# block 1

==> block_1/layer_met2.png <==
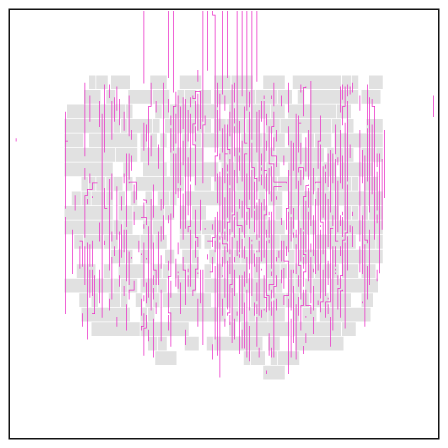
===== src/rtl/time_chain_ctrl.sv =====
// Sequencing controller for the sec/min/hr/day counter chain: 1 Hz prescaler,
// button press detection, RUN cascade and one-field-at-a-time set mode.
module time_chain_ctrl #(
    parameter int TICK_DIV = 50000000
) (
    input  logic       Clk,
    input  logic       Clr,
    input  logic       MODE_BTN,
    input  logic       INC_BTN,
    input  logic       SEC_TC,
    input  logic       MIN_TC,
    input  logic       HR_TC,
    output logic       SEC_EN,
    output logic       MIN_EN,
    output logic       HR_EN,
    output logic       DAY_EN,
    output logic       UP,
    output logic       SEC_LD,
    output logic [1:0] STATE,
    output logic       TICK
);

    localparam int CNT_W = (TICK_DIV > 2) ? $clog2(TICK_DIV) : 1;
    localparam logic [CNT_W-1:0] CNT_LAST = CNT_W'(TICK_DIV - 1);

    localparam logic [1:0] ST_RUN     = 2'b00;
    localparam logic [1:0] ST_SET_MIN = 2'b01;
    localparam logic [1:0] ST_SET_HR  = 2'b10;
    localparam logic [1:0] ST_SET_DAY = 2'b11;

    logic [CNT_W-1:0] cnt_q, cnt_d;
    logic [1:0]       state_q, state_d;
    logic             clr_flag_q, clr_flag_d;
    logic             mode_prev_q, inc_prev_q;
    logic             mode_press, inc_press, inc_only;

    assign TICK       = (cnt_q == CNT_LAST);
    assign cnt_d      = TICK ? '0 : cnt_q + CNT_W'(1);
    assign mode_press = MODE_BTN & ~mode_prev_q;
    assign inc_press  = INC_BTN & ~inc_prev_q;
    // A MODE press in the same cycle swallows the INC press.
    assign inc_only   = inc_press & ~mode_press;
    assign state_d    = mode_press ? state_q + 2'd1 : state_q;
    assign clr_flag_d = mode_press & (state_q == ST_RUN);
    assign STATE      = state_q;

    // prev resets high so a button held through reset never yields a press.
    always_ff @(posedge Clk or posedge Clr) begin
        if (Clr) begin
            cnt_q       <= '0;
            state_q     <= ST_RUN;
            clr_flag_q  <= 1'b0;
            mode_prev_q <= 1'b1;
            inc_prev_q  <= 1'b1;
        end else begin
            cnt_q       <= cnt_d;
            state_q     <= state_d;
            clr_flag_q  <= clr_flag_d;
            mode_prev_q <= MODE_BTN;
            inc_prev_q  <= INC_BTN;
        end
    end

    always_comb begin
        SEC_EN = 1'b0;
        MIN_EN = 1'b0;
        HR_EN  = 1'b0;
        DAY_EN = 1'b0;
        SEC_LD = clr_flag_q;
        case (state_q)
            ST_RUN: begin
                SEC_EN = TICK;
                MIN_EN = TICK & SEC_TC;
                HR_EN  = TICK & SEC_TC & MIN_TC;
                DAY_EN = TICK & SEC_TC & MIN_TC & HR_TC;
            end
            ST_SET_MIN: begin
                SEC_EN = clr_flag_q;
                MIN_EN = inc_only;
            end
            ST_SET_HR:  HR_EN  = inc_only;
            ST_SET_DAY: DAY_EN = inc_only;
            default: ;
        endcase
        UP = (SEC_EN | MIN_EN | HR_EN | DAY_EN) & ~SEC_LD;
    end

endmodule


===== config.mk =====
export PLATFORM = sky130hd
export DESIGN_NAME = time_chain_ctrl
export DESIGN_NICKNAME = d
export VERILOG_FILES = /design/src/rtl/time_chain_ctrl.sv
export SDC_FILE = /design/constraint.sdc
export NUM_CORES = 1
export LEC_CHECK = 0
export ABC_AREA = 1
export CORE_MARGIN = 10
export CORE_UTILIZATION = 52
export DETAILED_ROUTE_END_ITERATION = 8
export GPL_TIMING_DRIVEN = 0
export PLACE_DENSITY = 0.79
export SYNTH_ARGS = -nofsm -noshare
export SYNTH_HDL_FRONTEND = slang
export SYNTH_SLANG_ARGS = --single-unit
export TNS_END_PERCENT = 1

===== constraint.sdc =====
create_clock -name Clk -period 1.6 [get_ports Clk]
set_input_delay 0.4 -clock Clk [delete_from_list [all_inputs] [get_ports Clk]]
set_output_delay 0.4 -clock Clk [all_outputs]
set_load 0.02 [all_outputs]

==> metrics.log <==
[flow] summary of implementation run
INFO  metric core_density_at_floorplan = 55.13%
INFO  metric nNonClkBuffers = 43
INFO  metric synth_compound_gate_area_share = 8.372%
INFO  metric fin_ws = -0.8432 ns
INFO  metric postSynthRegisterBits = 31
INFO  metric run_status = finished with violations
INFO  metric power_density_over_the_cells = 695.4 nW/um^2
INFO  metric synth_top_cell_by_count = sky130_fd_sc_hd__nand2_1
INFO  metric synth_largest_type_area_fraction = 38.54%
INFO  metric failed_checks = setup timing
INFO  metric ctsHtreeMaxLevel = 2
INFO  metric critPathCaptureType = output port
INFO  metric final.setup_skew = 0.006992 ns
INFO  metric critical_path.reg2reg.startpoint = cnt_q[0]$_DFF_PP0_
INFO  metric power_report.internal_total = 1.227 mW
INFO  metric worstSetupStartpointType = flip-flop
INFO  metric globalRouteTotalUtil = 16.08%
INFO  metric vias_per_cell = 5.476
INFO  metric setup_viol = 28
## Picture notes: block_1/layer_met2.png
longest straight run: 38.1 um
share of all routed wire: 51%
main direction: vertical
nets with wire on the layer: 272
wire length on this layer: 2900 um

==> worst max-delay path: cells and delay by family, from the launching register on <==
kind / cells / cell delay (ns)
compound gates: 2 / 0.35
fa+ha+maj: 1 / 0.17
buf+inv: 2 / 0.24
simple gates: 5 / 0.49
flops: 1 / 0.43
==> metal layers <==
metal  share of wire [%]  routed length, um  vias up
met5                   0                  0        -
met4                 4.0                227        0
met3                 5.4                308       29
met2                  51               2896       83
met1                  39               2224      906
li1                    -                  -      893
==> worst max path at each step <==
stage	startpoint	endpoint	slack, ns	cells after the start
floorplan	cnt_q[0]$_DFF_PP0_	UP	-0.37	9
global placement	MODE_BTN	UP	-1.06	11
detailed placement	MODE_BTN	UP	-1.11	11
CTS	cnt_q[0]$_DFF_PP0_	UP	-0.70	10
global route	cnt_q[8]$_DFF_PP0_	UP	-0.91	10
finish	cnt_q[0]$_DFF_PP0_	UP	-0.84	10
==> registers in the layout, indices dropped and copies added, names as in the netlist <==
register     cells
inc_prev_q       1
SEC_LD           1
STATE            2
cnt_q           26
mode_prev_q      1
==> timing repair <==
action                     CTS  global route
hold buffers                 0             0
resized                     56            36
pin swaps                   10             8
hold endpoints to repair     0             0
setup endpoints to repair   20            28
buffers inserted            17            10

# block 2

==> block_2/layer_met3.png <==
Scale bar: 50 um.
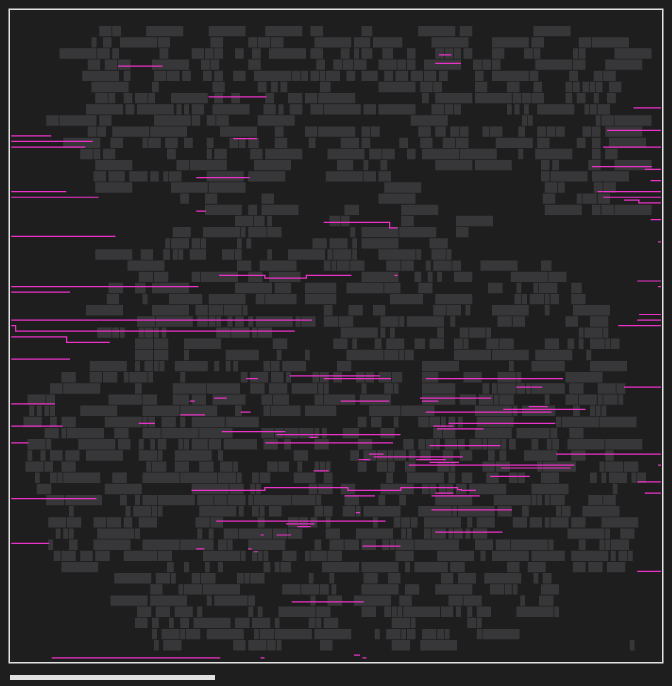
==> block_2/wires.png <==
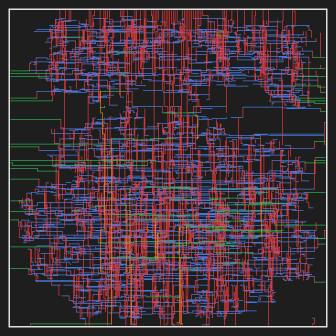
`src/rtl/pipeline_pkg.sv`:
```
// Shared decode-bus field positions and register-index type for the RV32 pipeline.
// Latency: none (types and constants only).
// Backpressure: n/a.
package pipeline_pkg;

  localparam int REGWRITE  = 7;
  localparam int MEMRE     = 4;
  localparam int ALUOP_LSB = 0;
  localparam int ALUOP_MSB = 3;
  localparam int NREGS     = 32;

  typedef logic [4:0] xreg_t;

  typedef struct packed {
    logic regwrite;
    logic memre;
  } ctrl_t;

  function automatic ctrl_t decode_ctrl(input logic [7:0] ctrls);
    ctrl_t c;
    c.regwrite = ctrls[REGWRITE];
    c.memre    = ctrls[MEMRE];
    return c;
  endfunction

endpackage

```
`src/rtl/sb_counter.sv`:
```
// Per-register countdown of cycles until an in-flight result is available.
// Latency: arm value visible the cycle after arm; then decrements once per cycle to 0.
// Backpressure: none; counts down unconditionally, arming takes priority over decrement.
module sb_counter #(
  parameter int LAT_W = 3
) (
  input  logic             clk,
  input  logic             rst,
  input  logic             arm,
  input  logic [LAT_W-1:0] lat,
  output logic [LAT_W-1:0] cnt,
  output logic             busy
);

  always_ff @(posedge clk or posedge rst) begin
    if (rst) begin
      cnt <= '0;
    end else if (arm) begin
      cnt <= lat;
    end else if (cnt != '0) begin
      cnt <= cnt - LAT_W'(1);
    end
  end

  assign busy = (cnt != '0);

endmodule

```
`src/rtl/issue_scoreboard.sv`:
```
// Decode->execute issue gate tracking in-flight register results; RAW/WAW stalls plus perf counters.
// Latency: combinational ready/issue; counters update on the following edge.
// Backpressure: dec_ready drops on hazard, flush or exe_ready low; in-flight counters keep draining.
module issue_scoreboard
  import pipeline_pkg::*;
#(
  parameter int ALU_LAT  = 1,
  parameter int LOAD_LAT = 2,
  parameter int FWD_EN   = 1,
  parameter int LAT_W    = 3,
  parameter int CNT_W    = 32
) (
  input  logic             clk,
  input  logic             rst,
  input  logic             dec_valid,
  output logic             dec_ready,
  input  logic [4:0]       dec_rd,
  input  logic [4:0]       dec_rs1,
  input  logic [4:0]       dec_rs2,
  input  logic [7:0]       dec_ctrls,
  input  logic             exe_ready,
  input  logic             flush,
  output logic             issue,
  output logic             stall_raw,
  output logic             stall_waw,
  output logic [31:0]      busy_vec,
  output logic [CNT_W-1:0] stall_cnt,
  output logic [CNT_W-1:0] issue_cnt
);

  ctrl_t                        ctrl;
  logic [LAT_W-1:0]             lat_new;
  logic [NREGS-1:0][LAT_W-1:0]  cnt;
  logic [NREGS-1:0]             busy;
  logic                         issue_wr;
  logic                         rs1_ok;
  logic                         rs2_ok;
  logic                         stall_inc;
  logic                         unused_ctrls;

  assign ctrl         = decode_ctrl(dec_ctrls);
  assign unused_ctrls = ^{dec_ctrls[6:5], dec_ctrls[ALUOP_MSB:ALUOP_LSB]};
  assign lat_new      = ctrl.memre ? LAT_W'(LOAD_LAT) : LAT_W'(ALU_LAT);

  // x0 has no tracking; its slot reads as permanently idle.
  assign cnt[0]  = '0;
  assign busy[0] = 1'b0;

  genvar r;
  generate
    for (r = 1; r < NREGS; r++) begin : g_reg
      sb_counter #(
        .LAT_W(LAT_W)
      ) u_cnt (
        .clk  (clk),
        .rst  (rst),
        .arm  (issue_wr && (dec_rd == 5'(r))),
        .lat  (lat_new),
        .cnt  (cnt[r]),
        .busy (busy[r])
      );
    end
  endgenerate

  function automatic logic readable(input logic [LAT_W-1:0] c);
    return (c == '0) || ((FWD_EN != 0) && (c == LAT_W'(1)));
  endfunction

  // Hazards use pre-update counters, so add x1,x1,x1 sees x1's older writer.
  always_comb begin
    rs1_ok    = readable(cnt[dec_rs1]);
    rs2_ok    = readable(cnt[dec_rs2]);
    stall_raw = dec_valid && !(rs1_ok && rs2_ok);
    stall_waw = dec_valid && ctrl.regwrite && (dec_rd != '0) && (cnt[dec_rd] > lat_new);
    dec_ready = exe_ready && !flush && !stall_raw && !stall_waw;
    issue     = dec_valid && dec_ready;
    issue_wr  = issue && ctrl.regwrite && (dec_rd != '0);
    stall_inc = dec_valid && !flush && !dec_ready;
  end

  assign busy_vec = busy;

  always_ff @(posedge clk or posedge rst) begin
    if (rst) begin
      stall_cnt <= '0;
      issue_cnt <= '0;
    end else begin
      if (stall_inc && (stall_cnt != '1)) begin
        stall_cnt <= stall_cnt + CNT_W'(1);
      end
      if (issue && (issue_cnt != '1)) begin
        issue_cnt <= issue_cnt + CNT_W'(1);
      end
    end
  end

endmodule
```
`config.mk`:
```
export PLATFORM = sky130hd
export DESIGN_NAME = issue_scoreboard
export DESIGN_NICKNAME = d
export VERILOG_FILES = /design/src/rtl/pipeline_pkg.sv /design/src/rtl/sb_counter.sv /design/src/rtl/issue_scoreboard.sv
export SDC_FILE = /design/constraint.sdc
export NUM_CORES = 1
export LEC_CHECK = 0
export CAP_MARGIN = 5
export CORE_MARGIN = 2
export CORE_UTILIZATION = 45
export CTS_CLUSTER_DIAMETER = 200
export DETAILED_ROUTE_END_ITERATION = 8
export DONT_BUFFER_PORTS = 1
export PLACE_DENSITY = 0.59
export SYNTH_ARGS = -nofsm -noshare
export SYNTH_HDL_FRONTEND = slang
export SYNTH_SLANG_ARGS = --single-unit
```
`constraint.sdc`:
```
create_clock -name clk -period 6.28 [get_ports clk]
set_input_delay 1.256 -clock clk [delete_from_list [all_inputs] [get_ports clk]]
set_output_delay 1.256 -clock clk [all_outputs]
set_load 0.1 [all_outputs]
```
==> metrics.log <==
[flow] summary of implementation run
INFO  metric run_status = complete, no violations
INFO  metric fraction_of_the_core_area_covered_by_cells_at_the_end_of_the_flow = 48.72%
INFO  metric grt_setup_unrepaired = no
INFO  metric total_clock_sinks = 157
INFO  metric final_antenna_net_count = 0
INFO  metric postCtsSetupRepairBufs = 0
INFO  metric die_area = 25230 sq um
INFO  metric holdPathStages = 2
INFO  metric die_x = 158.8 um
INFO  metric worst_pin_slew = 1.217 ns
INFO  metric cp.buffers_inverters = 1
INFO  metric slowest_stage_cell_cp = sky130_fd_sc_hd__mux4_2
INFO  metric worstPathArrival = 4.23 ns
INFO  metric first_global_vias = 7447
INFO  metric switching_power = 2.687 mW
INFO  metric largest_area_cell = sky130_fd_sc_hd__dfrtp_1
INFO  metric power_report.internal_total = 2.901 mW
INFO  metric synthesis.yosys.warnings = 0
INFO  metric synthesis.area_per_instance = 10.16 sq um
INFO  metric critical-path-top-delay-family = multiplexers
INFO  metric post_route_cells_drive_above_1_share = 12.49%
INFO  metric fin_hold_ws = 0.5899 ns
INFO  metric final.period_utilization = 87.41%
INFO  metric power_combinational = 2.58 mW
INFO  metric area_delta_synth_final = 5.996%
INFO  metric clk_root_buffer_cell = sky130_fd_sc_hd__clkbuf_16
Notes on block_2/layer_met3.png above:
longest straight run: 72.9 um
main direction: horizontal
share of all routed wire: 5.3%
wire length on this layer: 1360 um
nets with wire on the layer: 78
met3 usage: 4.702%
final wirelength: 25870 um

Notes on block_2/wires.png above:
legend:
  metal 4:
    color: orange
    wire_length: 440 um
  metal 2:
    color: red
    wire_length: 12200 um
  metal 3:
    color: green
    wire_length: 1360 um
  metal 1:
    color: blue
    wire_length: 11900 um
overall global routing resource usage: 21.22%
Vias: 7472
routed length per placed instance: 19.13 um

[logic make-up after synthesis]
logic type	Yosys count
flip-flops	157
AND/OR/NAND/NOR	389
AND-OR/OR-AND	74
multiplexers	132
buffers and inverters	150
other	1
XOR/XNOR	93
adder cells (fa/ha/maj)	66
[per-stage QoR]
step                      total power, mW  setup TNS, ns  std cells  setup WS [ns]  area (sq um)
after floorplan                     4.216        -0.3179       1062        -0.3179         10800
after global placement              4.495              0       1320         0.7998         10860
after detailed placement            4.578              0       1320         0.7884         10860
after CTS                           5.635              0       1352         0.7793         11440
after global routing                6.030              0       1352         0.6974         11440
final                               5.588              0       1352         0.7908         11440
[flip-flops by register name, summed over array words and instances, names as in the netlist]
register,cells
stall_cnt,32
issue_cnt,32
g.u_cnt.cnt,93
[layout make-up]
type,instances,area (sq um)
clock inverter,14,147.6
multi-input combinational,755,6127
clock buffer,18,429.2
fill,2164,12040
inverter,75,286.5
timing repair buffer,14,117.6
sequential,157,3929
tap,319,399.1
[layer usage]
metal | track usage [%] | vias up | part of all wire, %
li1 | - | 3601 | -
met1 | 29.12 | 3685 | 46
met3 | 4.702 | 29 | 5.3
met2 | 33.80 | 157 | 47
met5 | 0 | - | 0
met4 | 6.047 | 0 | 1.7

# block 3

[config.mk]
export PLATFORM = sky130hd
export DESIGN_NAME = pop_seq_flat
export DESIGN_NICKNAME = d
export VERILOG_FILES = /design/src/rtl/pop_seq_pkg.sv /design/src/rtl/pop_seq_if.sv /design/src/rtl/pop_seq_tcnt.sv /design/src/rtl/pop_seq.sv /design/src/flat_wrapper.sv
export SDC_FILE = /design/constraint.sdc
export NUM_CORES = 1
export LEC_CHECK = 0
export CORE_MARGIN = 1
export CORE_UTILIZATION = 48
export DETAILED_ROUTE_END_ITERATION = 10
export PLACE_DENSITY_LB_ADDON = 0.25
export REMOVE_ABC_BUFFERS = 1
export SLEW_MARGIN = 20
export SYNTH_ARGS = -nofsm -noshare
export SYNTH_HDL_FRONTEND = slang
export SYNTH_HIERARCHICAL = 1
export SYNTH_SLANG_ARGS = --single-unit
[constraint.sdc]
create_clock -name clk -period 2.65 [get_ports clk]
set_input_delay 0.53 -clock clk [delete_from_list [all_inputs] [get_ports clk]]
set_output_delay 0.53 -clock clk [all_outputs]
set_load 0.05 [all_outputs]
[src/rtl/pop_seq_pkg.sv]
// pop_seq_pkg: shared types and constants for the POP qq micro-sequencer
package pop_seq_pkg;
  typedef enum logic [1:0] {R_BC, R_DE, R_HL, R_AF} reg16_e;
  typedef enum logic [1:0] {T1, T2, T3, T4} tphase_e;
  typedef enum logic [1:0] {S_IDLE, S_RD_LO, S_RD_HI} state_e;
  localparam logic [7:0] F_MASK = 8'hF0;
  localparam logic [7:0] POP_OPC = 8'hC1;
  function automatic logic [15:0] pop_value(input logic [7:0] hi, input logic [7:0] lo, input logic [1:0] sel);
    return {hi, reg16_e'(sel) == R_AF ? lo & F_MASK : lo};
  endfunction
endpackage

[src/rtl/pop_seq_if.sv]
// pop_seq_if: decoder/register-file/bus signals of the POP sequencer
interface pop_seq_if;
  logic        start;
  logic [1:0]  dst_reg;
  logic [15:0] sp_in;
  logic [7:0]  din;
  logic [15:0] adr;
  logic        adr_oe;
  logic        rd;
  logic [15:0] sp_out;
  logic        sp_we;
  logic [15:0] reg_out;
  logic [1:0]  reg_sel;
  logic        reg_we;
  logic        busy;
  logic        done;
  modport slave(input start, dst_reg, sp_in, din,
                output adr, adr_oe, rd, sp_out, sp_we, reg_out, reg_sel, reg_we, busy, done);
  modport master(output start, dst_reg, sp_in, din,
                 input adr, adr_oe, rd, sp_out, sp_we, reg_out, reg_sel, reg_we, busy, done);
endinterface

[src/rtl/pop_seq_tcnt.sv]
// pop_seq_tcnt: T-phase counter inside one machine cycle
module pop_tcnt
  import pop_seq_pkg::*;
#(
  parameter int N = 4
) (
  input  logic    clk,
  input  logic    reset,
  input  logic    clr,
  input  logic    en,
  output tphase_e t,
  output logic    t_last,
  output logic    t_sample
);
  logic [1:0] cnt;
  assign t = tphase_e'(cnt);
  assign t_last = cnt == 2'(N - 1);
  assign t_sample = cnt == 2'(N - 2);
  // restart at T1 on an accepted start, otherwise step and wrap each machine cycle
  always_ff @(posedge clk or posedge reset)
    if (reset) cnt <= '0;
    else if (clr) cnt <= '0;
    else if (en) cnt <= t_last ? 2'd0 : cnt + 2'd1;
endmodule

[src/rtl/pop_seq.sv]
// pop_seq: memory half of SM83 POP qq, two stack reads then a register-pair write
module pop_seq
  import pop_seq_pkg::*;
#(
  parameter int TCYC_PER_MCYC = 4
) (
  input logic       clk,
  input logic       reset,
  pop_seq_if.slave  bus
);
  state_e state_q, state_d;
  tphase_e t;
  logic [15:0] sp_q, sp_out_q, reg_out_q, val;
  logic [7:0] lo_q, hi_q;
  logic [1:0] sel_q;
  logic active, t_last, t_sample, m_end, fin, accept;
  assign active = state_q != S_IDLE;
  assign m_end = active && t_last;
  assign fin = state_q == S_RD_HI && t_last;
  assign accept = bus.start && (!active || fin);
  assign val = pop_value(hi_q, lo_q, sel_q);
  pop_tcnt #(.N(TCYC_PER_MCYC)) u_tcnt (
    .clk(clk), .reset(reset), .clr(accept), .en(active),
    .t(t), .t_last(t_last), .t_sample(t_sample)
  );
  // state register
  always_ff @(posedge clk or posedge reset)
    if (reset) state_q <= S_IDLE;
    else state_q <= state_d;
  // next state and bus/strobe outputs; a start coinciding with done chains directly
  always_comb begin
    state_d = accept ? S_RD_LO : (state_q == S_RD_LO && t_last) ? S_RD_HI : fin ? S_IDLE : state_q;
    bus.adr = sp_q;
    bus.adr_oe = active;
    bus.busy = active;
    bus.rd = active && t != T4;
    bus.sp_we = m_end;
    bus.sp_out = m_end ? sp_q + 16'd1 : sp_out_q;
    bus.reg_we = fin;
    bus.done = fin;
    bus.reg_out = fin ? val : reg_out_q;
    bus.reg_sel = sel_q;
  end
  // datapath: latch operands on start, step SP after the low read, capture bytes at end of T3
  always_ff @(posedge clk or posedge reset)
    if (reset) begin
      sp_q <= '0;
      sel_q <= '0;
      lo_q <= '0;
      hi_q <= '0;
      sp_out_q <= '0;
      reg_out_q <= '0;
    end else begin
      if (accept) begin
        sp_q <= bus.sp_in;
        sel_q <= bus.dst_reg;
      end else if (state_q == S_RD_LO && t_last) sp_q <= sp_q + 16'd1;
      if (state_q == S_RD_LO && t_sample) lo_q <= bus.din;
      if (state_q == S_RD_HI && t_sample) hi_q <= bus.din;
      if (m_end) sp_out_q <= sp_q + 16'd1;
      if (fin) reg_out_q <= val;
    end
endmodule

[src/flat_wrapper.sv]
// flat-port wrapper written by rule: the top's interface ports become plain ports
module pop_seq_flat import pop_seq_pkg::*;
#(
  parameter int TCYC_PER_MCYC = 4
)
  (clk, reset, bus_start, bus_dst_reg, bus_sp_in, bus_din, bus_adr, bus_adr_oe, bus_rd, bus_sp_out, bus_sp_we, bus_reg_out, bus_reg_sel, bus_reg_we, bus_busy, bus_done);
  pop_seq_if bus_i ();
  input logic clk;
  input logic reset;
  input wire logic [$bits(bus_i.start)-1:0] bus_start;
  input wire logic [$bits(bus_i.dst_reg)-1:0] bus_dst_reg;
  input wire logic [$bits(bus_i.sp_in)-1:0] bus_sp_in;
  input wire logic [$bits(bus_i.din)-1:0] bus_din;
  output wire logic [$bits(bus_i.adr)-1:0] bus_adr;
  output wire logic [$bits(bus_i.adr_oe)-1:0] bus_adr_oe;
  output wire logic [$bits(bus_i.rd)-1:0] bus_rd;
  output wire logic [$bits(bus_i.sp_out)-1:0] bus_sp_out;
  output wire logic [$bits(bus_i.sp_we)-1:0] bus_sp_we;
  output wire logic [$bits(bus_i.reg_out)-1:0] bus_reg_out;
  output wire logic [$bits(bus_i.reg_sel)-1:0] bus_reg_sel;
  output wire logic [$bits(bus_i.reg_we)-1:0] bus_reg_we;
  output wire logic [$bits(bus_i.busy)-1:0] bus_busy;
  output wire logic [$bits(bus_i.done)-1:0] bus_done;
  assign bus_i.start = bus_start;
  assign bus_i.dst_reg = bus_dst_reg;
  assign bus_i.sp_in = bus_sp_in;
  assign bus_i.din = bus_din;
  assign bus_adr = bus_i.adr;
  assign bus_adr_oe = bus_i.adr_oe;
  assign bus_rd = bus_i.rd;
  assign bus_sp_out = bus_i.sp_out;
  assign bus_sp_we = bus_i.sp_we;
  assign bus_reg_out = bus_i.reg_out;
  assign bus_reg_sel = bus_i.reg_sel;
  assign bus_reg_we = bus_i.reg_we;
  assign bus_busy = bus_i.busy;
  assign bus_done = bus_i.done;
  pop_seq #(.TCYC_PER_MCYC(TCYC_PER_MCYC)) u_core (.clk(clk), .reset(reset), .bus(bus_i));
endmodule
==> metrics.log <==
[flow] summary of implementation run
INFO  metric run_status = finished with violations
INFO  metric failed_checks = DRC, setup timing
INFO  metric ys_sh_adder = 1.164%
INFO  metric clock_cell_area_share = 5.062%
INFO  metric vias_per_cell = 5.496
INFO  metric hold_class = input pin to asynchronous set/reset pin
INFO  metric grt_setup_unrepaired = yes
INFO  metric fin_ws = -0.03325 ns
INFO  metric biggestCellCategory = sequential cells
INFO  metric fraction_of_the_core_area_covered_by_cells_at_the_end_of_the_flow = 74.28%
INFO  metric cp.depth = 6
INFO  metric logic_area = 1415 sq um
INFO  metric tritoncts = built
INFO  metric numCtsBuffers = 9
INFO  metric largest_area_cell = sky130_fd_sc_hd__dfrtp_1
INFO  metric dr_drc_count = 12
INFO  metric cts-hold-fix-buffers = 0
INFO  metric critical_path.cell_chain = ha_4, nand3_4, or4_4, xor2_1, o21ai_2, buf_12
INFO  metric final.setup_skew = 0.01193 ns
INFO  metric synthesis.yosys.warnings = 6
INFO  metric synthesis.area_per_instance = 10.93 sq um
INFO  metric postSynthRegisterBits = 70
INFO  metric setup_tns_after_final_layout = -0.05057 ns
INFO  metric clock_period_minus_final_worst_setup_slack = 2.683 ns
INFO  metric synth.cell_area = 3224 sq um
INFO  metric grt_start_max_net_pins = 33
INFO  metric gr-max-usage-layer = met2
INFO  metric timing.rr.end = u_core/bus.adr[12]$_DFFE_PP0P_
INFO  metric final_antenna_net_count = 0
INFO  metric synth_top_cell_by_count = sky130_fd_sc_hd__dfrtp_1
INFO  metric final_antenna_diode_count = 0
INFO  metric register_to_register_setup_slack = 0.75 ns
INFO  metric worstPathArrival = 2.15 ns
INFO  metric routedLengthMet1 = 3368 um
INFO  metric ctsHtreeMaxLevel = 3
INFO  metric floorplan.die.height = 83.96 um
INFO  metric yosys.cell_types.count = 45
INFO  metric setup_viol = 2
INFO  metric num-fill-cells = 448
==> through the flow <==
stage          hold slack, ns  std cells  setup WS, ns
2_1_floorplan          0.2712        277        -1.133
3_3_place_gp           0.4796        456        0.2162
3_5_place_dp           0.4848        456        0.1598
4_1_cts                0.3898        473      -0.01780
5_1_grt                0.4170        480      -0.08933
6_report               0.3943        480      -0.03325
==> worst reg2reg max path: stages (launching register included) <==
cell and delay [ns]:
sky130_fd_sc_hd__dfrtp_1 0.41, sky130_fd_sc_hd__ha_4 0.18, sky130_fd_sc_hd__nand3_4 0.11, sky130_fd_sc_hd__or4_4 0.58, sky130_fd_sc_hd__buf_4 0.15, sky130_fd_sc_hd__or3_1 0.30
sky130_fd_sc_hd__o211ai_1 0.10
==> flip-flops by register name, indices dropped and copies added, names as in the netlist <==
| signal | flops |
|---|---|
| u_core/bus.adr | 16 |
| u_core/reg_out_q | 16 |
| u_core/sp_out_q | 16 |
| u_core/hi_q | 8 |
| u_core/lo_q | 8 |
| u_core/bus.reg_sel | 2 |
| u_core/state_q | 2 |
| u_core/u_tcnt/t | 2 |
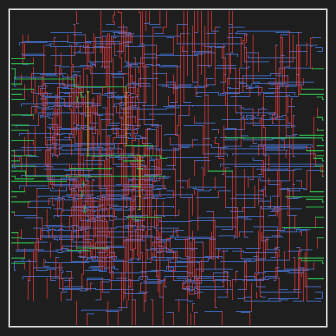
(block_3/wires.png)
legend:
  metal 2:
    color: red
    wire_length: 3940 um
  metal 4:
    color: orange
    wire_length: 46.9 um
  metal 1:
    color: blue
    wire_length: 3370 um
  metal 3:
    color: green
    wire_length: 395 um

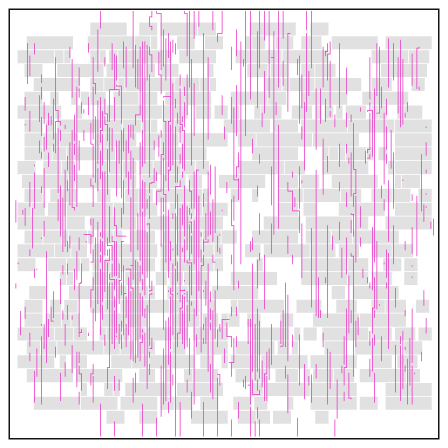
(block_3/layer_met2.png)
share of all routed wire: 51%
longest straight run: 43.5 um


# block 4

## config.mk

```make
export PLATFORM = sky130hd
export DESIGN_NAME = k12a_sequencer
export DESIGN_NICKNAME = d
export VERILOG_FILES = /design/src/rtl/k12a_sequencer.sv
export SDC_FILE = /design/constraint.sdc
export NUM_CORES = 1
export LEC_CHECK = 0
export CORE_UTILIZATION = 30
export CTS_BUF_LIST = sky130_fd_sc_hd__clkbuf_8
export CTS_CLUSTER_DIAMETER = 50
export DETAILED_ROUTE_END_ITERATION = 6
export SKIP_CTS_REPAIR_TIMING = 1
export SLEW_MARGIN = 20
export SYNTH_ARGS = -nofsm -noshare
export SYNTH_HDL_FRONTEND = slang
export SYNTH_SLANG_ARGS = --single-unit
```

## constraint.sdc

```tcl
create_clock -name clock -period 1.7 [get_ports clock]
set_input_delay 0.51 -clock clock [delete_from_list [all_inputs] [get_ports clock]]
set_output_delay 0.51 -clock clock [all_outputs]
set_load 0.02 [all_outputs]
```

## src/rtl/k12a_sequencer.sv

```systemverilog
// K12A control sequencer: holds the control state, instruction register, skip
// flag and retired-instruction counter, gated by free-run or single-step enable.
package k12a_sequencer_pkg;
  typedef enum logic [2:0] {
    STATE_FETCH1 = 3'd0,
    STATE_FETCH2 = 3'd1,
    STATE_FETCH3 = 3'd2,
    STATE_EXEC   = 3'd3,
    STATE_HALT   = 3'd4
  } state_t;

  typedef enum logic [1:0] {
    SKIP_SEL_0                  = 2'd0,
    SKIP_SEL_CONDITION          = 2'd1,
    SKIP_SEL_CONDITION_INVERTED = 2'd2
  } skip_sel_t;
endpackage

// Handshake: step_req/step_ack is a 4-phase pair. A request seen with
// step_ack=0 and run=0 yields exactly one enabled cycle and raises step_ack;
// step_ack drops on the first edge after step_req is released.
module k12a_sequencer
  import k12a_sequencer_pkg::*;
(
  input  logic        clock,
  input  logic        reset_n,
  input  state_t      next_state,
  input  logic [7:0]  data_bus,
  input  logic        inst_high_store,
  input  logic        inst_low_store,
  input  skip_sel_t   skip_sel,
  input  logic        skip_store,
  input  logic        alu_condition,
  input  logic        run,
  input  logic        step_req,
  output logic        step_ack,
  input  logic        resume,
  output logic        cycle_en,
  output state_t      state,
  output logic [15:0] inst,
  output logic        skip,
  output logic        halted,
  output logic [15:0] instret
);

  state_t      state_q, state_d;
  logic [15:0] inst_q, inst_d;
  logic        skip_q, skip_d;
  logic [15:0] instret_q, instret_d;
  logic        step_ack_q, step_ack_d;

  assign cycle_en = run | (step_req & ~step_ack_q);

  always_comb begin
    state_d    = state_q;
    inst_d     = inst_q;
    skip_d     = skip_q;
    instret_d  = instret_q;
    step_ack_d = step_ack_q;

    if (cycle_en) begin
      if (state_q == STATE_HALT && resume) state_d = STATE_FETCH1;
      else                                 state_d = next_state;

      if (inst_high_store) inst_d[15:8] = data_bus;
      if (inst_low_store)  inst_d[7:0]  = data_bus;

      if (skip_store) begin
        case (skip_sel)
          SKIP_SEL_0:                  skip_d = 1'b0;
          SKIP_SEL_CONDITION:          skip_d = alu_condition;
          SKIP_SEL_CONDITION_INVERTED: skip_d = ~alu_condition;
          default:                     skip_d = skip_q;
        endcase
      end

      if (state_q == STATE_EXEC) instret_d = instret_q + 16'd1;
    end

    // The acknowledge runs regardless of cycle_en so the handshake can close.
    if (!step_ack_q) step_ack_d = step_req & ~run;
    else if (!step_req) step_ack_d = 1'b0;
  end

  always_ff @(posedge clock or negedge reset_n) begin
    if (!reset_n) begin
      state_q    <= STATE_FETCH1;
      inst_q     <= 16'h0000;
      skip_q     <= 1'b0;
      instret_q  <= 16'h0000;
      step_ack_q <= 1'b0;
    end else begin
      state_q    <= state_d;
      inst_q     <= inst_d;
      skip_q     <= skip_d;
      instret_q  <= instret_d;
      step_ack_q <= step_ack_d;
    end
  end

  assign state    = state_q;
  assign inst     = inst_q;
  assign skip     = skip_q;
  assign instret  = instret_q;
  assign step_ack = step_ack_q;
  assign halted   = (state_q == STATE_HALT);

endmodule

```

==> metrics.log <==
[flow] summary of implementation run
INFO  metric clock.fmax = 623.9 MHz
INFO  metric io_buffers = 60
INFO  metric final-nonclk-buf-share = 31.45%
INFO  metric yosys_area = 1578 sq um
INFO  metric p_leak = 1.519 nW
INFO  metric vias_per_cell = 4.420
INFO  metric worstSkewPairLatency = 0.28 ns
INFO  metric globalRouteTotalUtil = 13.28%
INFO  metric power_switching_share = 30.60%
INFO  metric hold_class = input pin to asynchronous set/reset pin
INFO  metric core_box_area = 5075 sq um
INFO  metric run_status = complete, no violations
INFO  metric power_density_over_the_cells = 934.9 nW/um^2
INFO  metric critical_path.cell_chain = nor3b_2, clkbuf_2
INFO  metric comb-cell-share = 24.95%
INFO  metric tritoncts = built
INFO  metric yosys-dominant-comb-family = simple AND/OR/NAND/NOR gates
INFO  metric cp.required = 1.19 ns
INFO  metric antenna_found_initial = 0
INFO  metric synth_largest_type_area_fraction = 58.68%
INFO  metric power.clock.total = 0.560 mW
INFO  metric comb_power_share = 30.7%
INFO  metric synth.cell_area = 1578 sq um
INFO  metric ys_sh_adder = 0.7930%
INFO  metric power.share.sequential = 45.8%
INFO  metric die_area = 5553 sq um
INFO  metric power_combinational = 0.729 mW
==> how the worst max path moves through the flow <==
| stage | start | depth (start not counted) | slack (ns) | endpoint |
|---|---|---|---|---|
| final | state[1]$_DFFE_PN0P_ | 2 | 0.1 | halted |
| after global routing | state[1]$_DFFE_PN0P_ | 2 | 0.05 | halted |
| after CTS | step_req | 4 | -0.65 | cycle_en |
| after detailed placement | step_req | 4 | -0.64 | cycle_en |
| after global placement | step_req | 4 | -0.63 | cycle_en |
| after floorplan | state[1]$_DFFE_PN0P_ | 1 | 0.08 | halted |
==> metal layers <==
| layer | GRT usage, % | share of wire (%) | vias up |
|---|---|---|---|
| met5 | 0 | 0 | - |
| met4 | 7.547 | 2.3 | 0 |
| met3 | 2.439 | 4.8 | 7 |
| met2 | 21.02 | 51 | 35 |
| met1 | 17.10 | 42 | 575 |
| li1 | - | - | 572 |
==> cell usage in the layout (no fill, tap or decap), drive strengths merged, types with 2 or more instances in the layout <==
master,instances
a211oi,2
a31oi,2
and3,2
buf,15
clkbuf,6
clkdlybuf4s50,18
dfrtp,37
dlymetal6s2s,39
inv,7
mux2,17
nand2,13
nand3,10
nand4,3
o21ai,3
xnor2,13
xor2,2
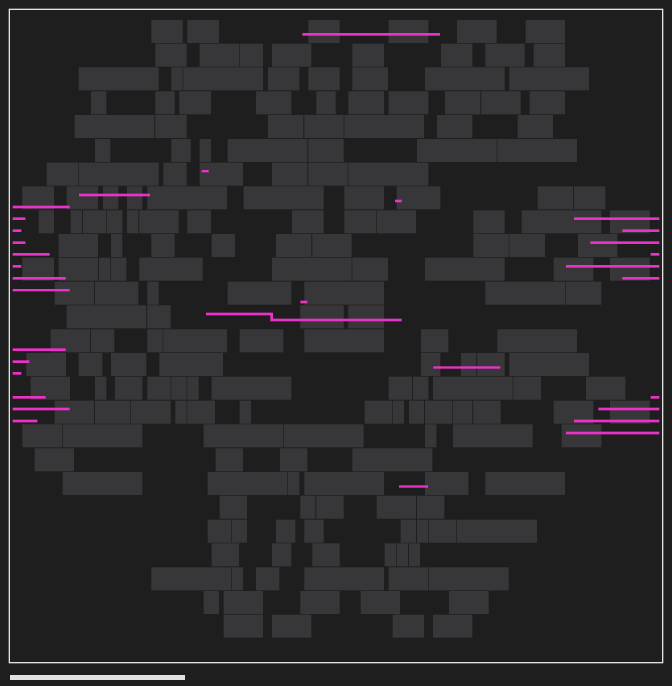
(block_4/layer_met3.png)
Scale bar: 20 um.
main direction: horizontal
longest straight run: 15.4 um
share of all routed wire: 4.8%

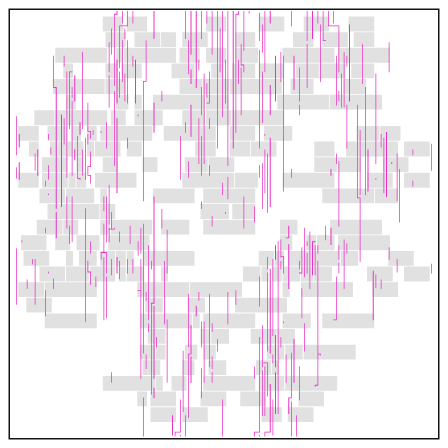
(block_4/layer_met2.png)
main direction: vertical
wire length on this layer: 1780 um
longest straight run: 29.9 um
share of all routed wire: 51%
nets with wire on the layer: 209
Vias: 1189
final wirelength: 3461 um
met2 Resource Use GR: 21.02%


# block 5

### src/rtl/imem_instr_encoder.sv
// imem_instr_encoder: accepts abstract instruction commands over a valid/ready
// stream, encodes each into a 32-bit RV32I word and writes the words
// sequentially into instruction memory, starting at word 0 of each session.
//
// Ports:
//   clk, rst_n          clock (rising edge), asynchronous active-low reset
//   start               begin a load session (honoured in IDLE or ERR only)
//   cmd_valid/cmd_ready command handshake; cmd_ready is a registered state decode
//   cmd_kind            0 R-type, 1 I-type ALU, 2 LW, 3 SW
//   cmd_alu             3-bit ALU control (same encoding as the decode side)
//   cmd_rd/rs1/rs2      register fields
//   cmd_imm             12-bit immediate
//   cmd_last            final command of the program
//   imem_we/addr/wdata  IMEM write port (one-cycle latency after accept)
//   busy                high when not in IDLE
//   done                one-cycle pulse on the final write
//   full                sticky: session ended at DEPTH without cmd_last
//   err_illegal         sticky: an illegal command was consumed
//   instr_count         words written this session
module imem_instr_encoder #(
  parameter int unsigned ADDR_W = 6,
  parameter int unsigned DEPTH  = 64
) (
  input  logic              clk,
  input  logic              rst_n,
  input  logic              start,
  input  logic              cmd_valid,
  output logic              cmd_ready,
  input  logic [1:0]        cmd_kind,
  input  logic [2:0]        cmd_alu,
  input  logic [4:0]        cmd_rd,
  input  logic [4:0]        cmd_rs1,
  input  logic [4:0]        cmd_rs2,
  input  logic [11:0]       cmd_imm,
  input  logic              cmd_last,
  output logic              imem_we,
  output logic [ADDR_W-1:0] imem_addr,
  output logic [31:0]       imem_wdata,
  output logic              busy,
  output logic              done,
  output logic              full,
  output logic              err_illegal,
  output logic [ADDR_W:0]   instr_count
);

  localparam int unsigned CNT_W = ADDR_W + 1;

  localparam logic [1:0] KIND_R  = 2'd0;
  localparam logic [1:0] KIND_I  = 2'd1;
  localparam logic [1:0] KIND_LW = 2'd2;

  localparam logic [2:0] ALU_ADD = 3'b000;
  localparam logic [2:0] ALU_SUB = 3'b001;
  localparam logic [2:0] ALU_AND = 3'b010;
  localparam logic [2:0] ALU_OR  = 3'b011;
  localparam logic [2:0] ALU_SLT = 3'b100;
  localparam logic [2:0] ALU_XOR = 3'b101;
  localparam logic [2:0] ALU_SLL = 3'b110;
  localparam logic [2:0] ALU_SRL = 3'b111;

  localparam logic [6:0] OP_R  = 7'b0110011;
  localparam logic [6:0] OP_I  = 7'b0010011;
  localparam logic [6:0] OP_LW = 7'b0000011;
  localparam logic [6:0] OP_SW = 7'b0100011;

  typedef enum logic [1:0] {
    S_IDLE = 2'd0,
    S_LOAD = 2'd1,
    S_DONE = 2'd2,
    S_ERR  = 2'd3
  } state_t;

  state_t              state_q, state_d;
  logic [ADDR_W-1:0]   ptr_q, ptr_d;
  logic [CNT_W-1:0]    cnt_d;
  logic                we_d, done_d, full_d, err_d, busy_d, ready_d;
  logic [ADDR_W-1:0]   addr_d;
  logic [31:0]         wdata_d;

  logic [2:0]          f3;
  logic [6:0]          f7;
  logic [11:0]         imm_i;
  logic [31:0]         enc_word;
  logic                enc_illegal;

  // Command encoder: purely combinational from the command fields.
  always_comb begin
    f3          = 3'b000;
    f7          = 7'b0000000;
    imm_i       = cmd_imm;
    enc_word    = 32'h0;
    enc_illegal = 1'b0;

    case (cmd_alu)
      ALU_ADD: f3 = 3'b000;
      ALU_SUB: f3 = 3'b000;
      ALU_AND: f3 = 3'b111;
      ALU_OR:  f3 = 3'b110;
      ALU_SLT: f3 = 3'b010;
      ALU_XOR: f3 = 3'b100;
      ALU_SLL: f3 = 3'b001;
      ALU_SRL: f3 = 3'b101;
      default: f3 = 3'b000;
    endcase

    if (cmd_alu == ALU_SUB) begin
      f7 = 7'b0100000;
    end

    // Shift-immediates carry only a 5-bit shamt; upper bits are forced to zero.
    if ((cmd_alu == ALU_SLL) || (cmd_alu == ALU_SRL)) begin
      imm_i = {7'b0000000, cmd_imm[4:0]};
    end

    case (cmd_kind)
      KIND_R: begin
        enc_word = {f7, cmd_rs2, cmd_rs1, f3, cmd_rd, OP_R};
      end
      KIND_I: begin
        enc_word    = {imm_i, cmd_rs1, f3, cmd_rd, OP_I};
        enc_illegal = (cmd_alu == ALU_SUB);
      end
      KIND_LW: begin
        enc_word = {cmd_imm, cmd_rs1, 3'b010, cmd_rd, OP_LW};
      end
      default: begin
        enc_word = {cmd_imm[11:5], cmd_rs2, cmd_rs1, 3'b010, cmd_imm[4:0], OP_SW};
      end
    endcase
  end

  // Next-state and next-output logic.
  always_comb begin
    state_d = state_q;
    ptr_d   = ptr_q;
    cnt_d   = instr_count;
    we_d    = 1'b0;
    addr_d  = imem_addr;
    wdata_d = imem_wdata;
    done_d  = 1'b0;
    full_d  = full;
    err_d   = err_illegal;

    case (state_q)
      S_IDLE, S_ERR: begin
        if (start) begin
          state_d = S_LOAD;
          ptr_d   = '0;
          cnt_d   = '0;
          full_d  = 1'b0;
          err_d   = 1'b0;
        end
      end
      S_LOAD: begin
        // cmd_ready is 1 throughout LOAD, so cmd_valid alone marks an accept.
        if (cmd_valid) begin
          if (enc_illegal) begin
            err_d   = 1'b1;
            state_d = S_ERR;
          end else begin
            we_d    = 1'b1;
            addr_d  = ptr_q;
            wdata_d = enc_word;
            ptr_d   = ptr_q + ADDR_W'(1);
            cnt_d   = instr_count + CNT_W'(1);
            if (cmd_last) begin
              state_d = S_DONE;
              done_d  = 1'b1;
            end else if (ptr_q == ADDR_W'(DEPTH - 1)) begin
              full_d  = 1'b1;
              state_d = S_DONE;
              done_d  = 1'b1;
            end
          end
        end
      end
      S_DONE: begin
        state_d = S_IDLE;
      end
      default: begin
        state_d = S_IDLE;
      end
    endcase

    busy_d  = (state_d != S_IDLE);
    ready_d = (state_d == S_LOAD);
  end

  // State and registered outputs.
  always_ff @(posedge clk or negedge rst_n) begin
    if (!rst_n) begin
      state_q     <= S_IDLE;
      ptr_q       <= '0;
      cmd_ready   <= 1'b0;
      imem_we     <= 1'b0;
      imem_addr   <= '0;
      imem_wdata  <= 32'h0;
      busy        <= 1'b0;
      done        <= 1'b0;
      full        <= 1'b0;
      err_illegal <= 1'b0;
      instr_count <= '0;
    end else begin
      state_q     <= state_d;
      ptr_q       <= ptr_d;
      cmd_ready   <= ready_d;
      imem_we     <= we_d;
      imem_addr   <= addr_d;
      imem_wdata  <= wdata_d;
      busy        <= busy_d;
      done        <= done_d;
      full        <= full_d;
      err_illegal <= err_d;
      instr_count <= cnt_d;
    end
  end

endmodule

### config.mk
export PLATFORM = sky130hd
export DESIGN_NAME = imem_instr_encoder
export DESIGN_NICKNAME = d
export VERILOG_FILES = /design/src/rtl/imem_instr_encoder.sv
export SDC_FILE = /design/constraint.sdc
export NUM_CORES = 1
export LEC_CHECK = 0
export CAP_MARGIN = 0
export CELL_PAD_IN_SITES_DETAIL_PLACEMENT = 0
export CELL_PAD_IN_SITES_GLOBAL_PLACEMENT = 1
export CORE_MARGIN = 2
export CORE_UTILIZATION = 37
export CTS_BUF_LIST = sky130_fd_sc_hd__clkbuf_2
export CTS_CLUSTER_DIAMETER = 200
export DETAILED_ROUTE_END_ITERATION = 6
export GPL_TIMING_DRIVEN = 0
export MAX_ROUTING_LAYER = met4
export PLACE_DENSITY_LB_ADDON = 0.2
export REMOVE_ABC_BUFFERS = 1
export SLEW_MARGIN = 5
export SYNTH_ARGS = -nofsm -noshare
export SYNTH_HDL_FRONTEND = slang
export SYNTH_SLANG_ARGS = --single-unit
export TNS_END_PERCENT = 5
### constraint.sdc
create_clock -name clk -period 3.7 [get_ports clk]
set_clock_uncertainty 0.15 [all_clocks]
set_input_delay 0.37 -clock clk [delete_from_list [all_inputs] [get_ports clk]]
set_output_delay 0.37 -clock clk [all_outputs]
set_load 0.005 [all_outputs]
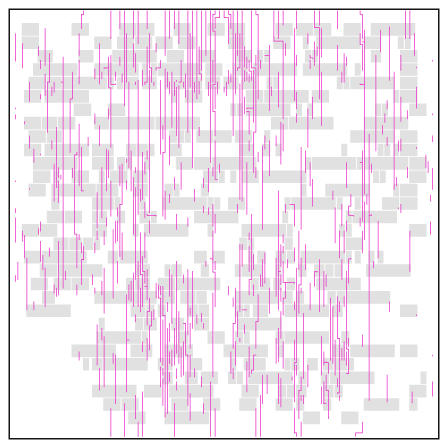
(block_5/layer_met2.png)
main direction: vertical
longest straight run: 54.1 um

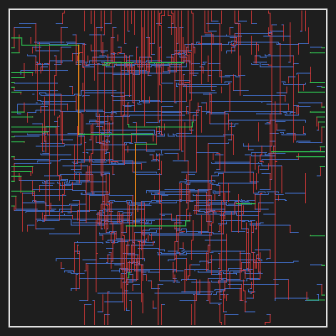
(block_5/wires.png)
legend:
  metal 2:
    color: red
    wire_length: 2870 um
  metal 3:
    color: green
    wire_length: 246 um
  metal 1:
    color: blue
    wire_length: 2740 um
  metal 4:
    color: orange
    wire_length: 46.9 um
Vias: 2140
overall global routing resource usage: 16.69%
final wirelength: 5902 um
routed length per placed instance: 13.95 um

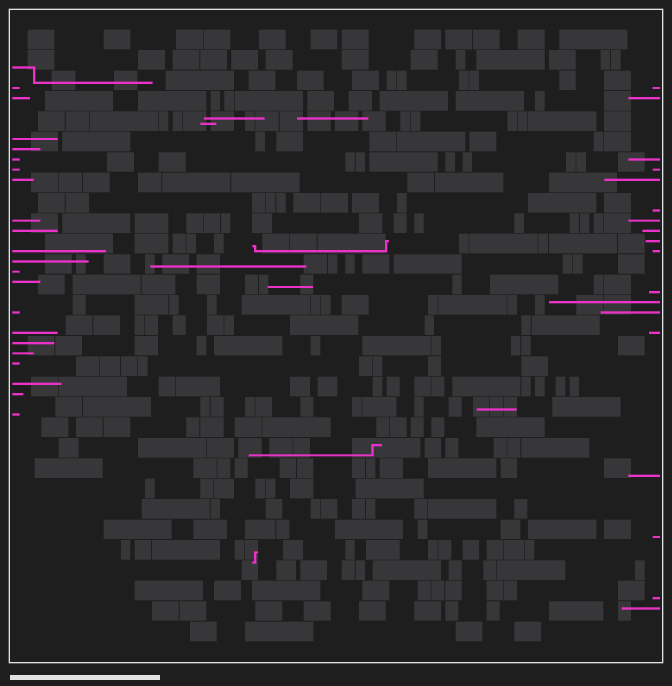
(block_5/layer_met3.png)
Scale bar: 20 um.
wire length on this layer: 246 um
main direction: horizontal

-- kinds of logic after synthesis --
kind of cell | synth area share [%]
buffers and inverters | 4.922
muxes | 0.7874
AOI/OAI and AO/OA | 16.68
DFF | 54.13
other | 0.1475
and+or+nand+nor | 19.88
adders and majority gates | 3.445
-- cell type report --
class | instances | share of cell area [%]
Sequential cell | 55 | 39.57
Clock buffer | 5 | 0.7194
Inverter | 10 | 1.079
Timing Repair Buffer | 86 | 24.89
Tap cell | 80 | 2.878
Clock inverter | 3 | 0.7194
Multi-Input combinational cell | 184 | 30.14
-- registers in the layout, indices dropped and copies added, names as in the netlist, 2 cells and up --
register,cells
imem_addr,6
instr_count,7
imem_wdata,28
state_q,2
ptr_q,6
-- power breakdown --
| group | internal (mW) | switching [mW] | total (mW) |
|---|---|---|---|
| clock | 0.0492 | 0.204 | 0.253 |
| combinational | 0.521 | 0.446 | 0.967 |
| sequential | 0.802 | 0.129 | 0.931 |
-- stage by stage --
stage	utilization, %	cell area [sq um]
finish	51.77	3478
global route	51.77	3478
CTS	51.77	3478
detailed placement	50.88	3418
global placement	50.65	3403
floorplan	-	2462
==> metrics.log <==
[flow] summary of implementation run
INFO  metric most-common-layout-cells = sky130_fd_sc_hd__clkdlybuf4s50_1 (83), sky130_fd_sc_hd__dfrtp_1 (55), sky130_fd_sc_hd__nand2_1 (46), sky130_fd_sc_hd__nor2_1 (30), sky130_fd_sc_hd__o21ai_0 (16)
INFO  metric synth_largest_type_area_fraction = 54.13%
INFO  metric cts_buffer_depth = 2
INFO  metric critical-path-top-delay-family = simple AND/OR/NAND/NOR gates
INFO  metric final.period_utilization = 88.43%
INFO  metric largest_area_cell = sky130_fd_sc_hd__dfrtp_1
INFO  metric io_buffers = 84
INFO  metric area_delta_synth_final = 36.81%
INFO  metric edf_count = 0
INFO  metric worst-setup-path-type = input pin to flip-flop
INFO  metric met3WireLength = 245 um
INFO  metric grt_pass1_wl = 9729 um
INFO  metric top_layer = met4
INFO  metric grt_start_max_net_pins = 39
INFO  metric detail_route.first_pass.iterations = 5
INFO  metric synth.top_cells.by_area = sky130_fd_sc_hd__dfrtp_1 (54%), sky130_fd_sc_hd__nand2_1 (6.8%), sky130_fd_sc_hd__nor2_1 (4.4%), sky130_fd_sc_hd__a221oi_1 (3.8%), sky130_fd_sc_hd__ha_1 (3.4%)
INFO  metric postCtsSetupRepairBufs = 0
INFO  metric cts-hold-fix-buffers = 1
INFO  metric dr_drc_count = 0
INFO  metric grt.met1_usage = 22.42%
INFO  metric floorplan.io_pins = 88
INFO  metric met2WireLength = 2872 um
INFO  metric run_status = complete, no violations


==> screenshots <==
Clock wires, drivers and flops.
(a)
Scale bar: 20 um.
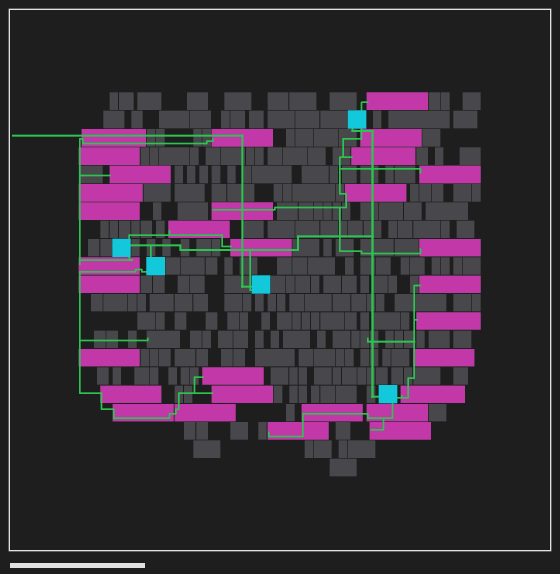
(b)
Scale bar: 20 um.
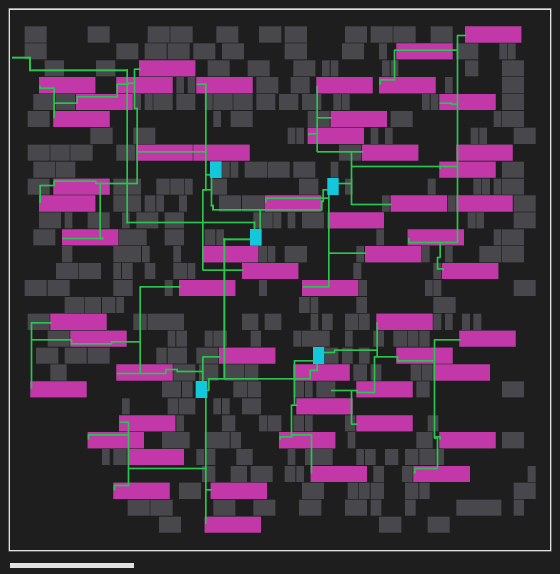
(c)
Scale bar: 20 um.
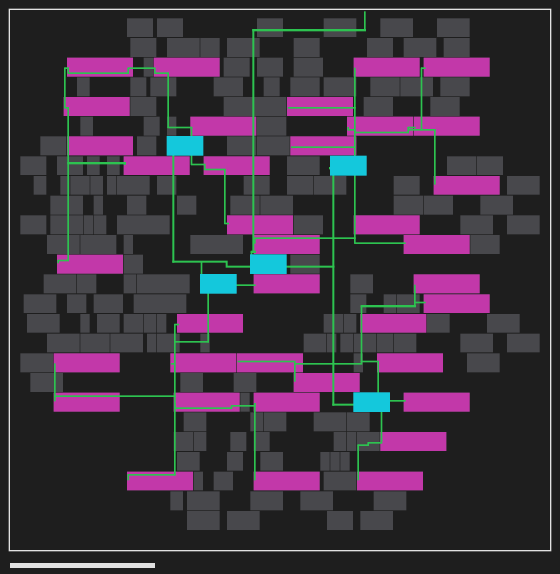
(d)
Scale bar: 20 um.
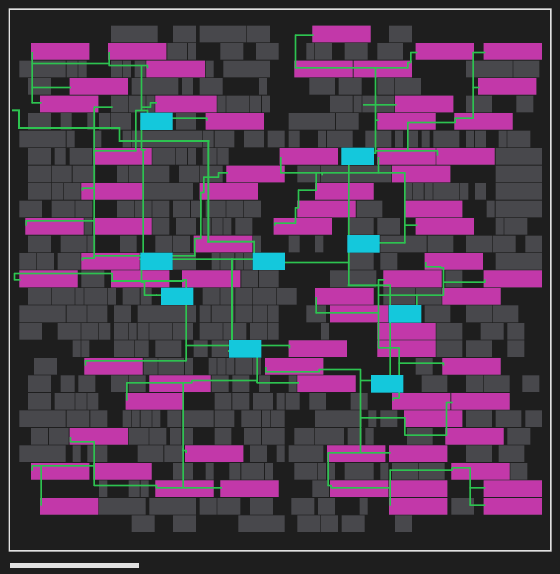
(e)
Scale bar: 50 um.
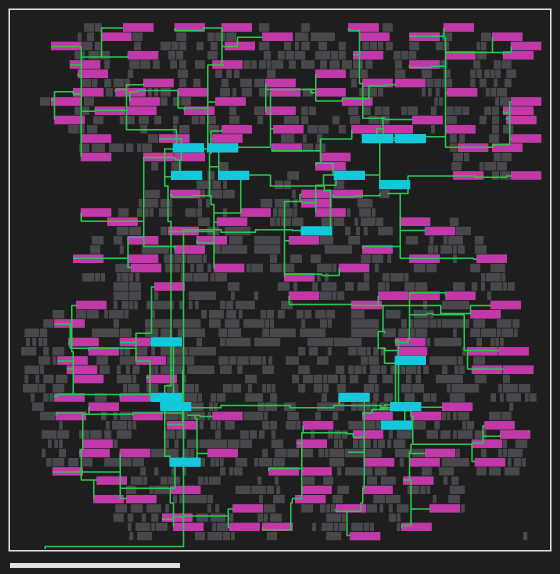
block 1: (a)
block 2: (e)
block 3: (d)
block 5: (b)
block 4: (c)

Power is estimated from default activity; no workload was simulated.
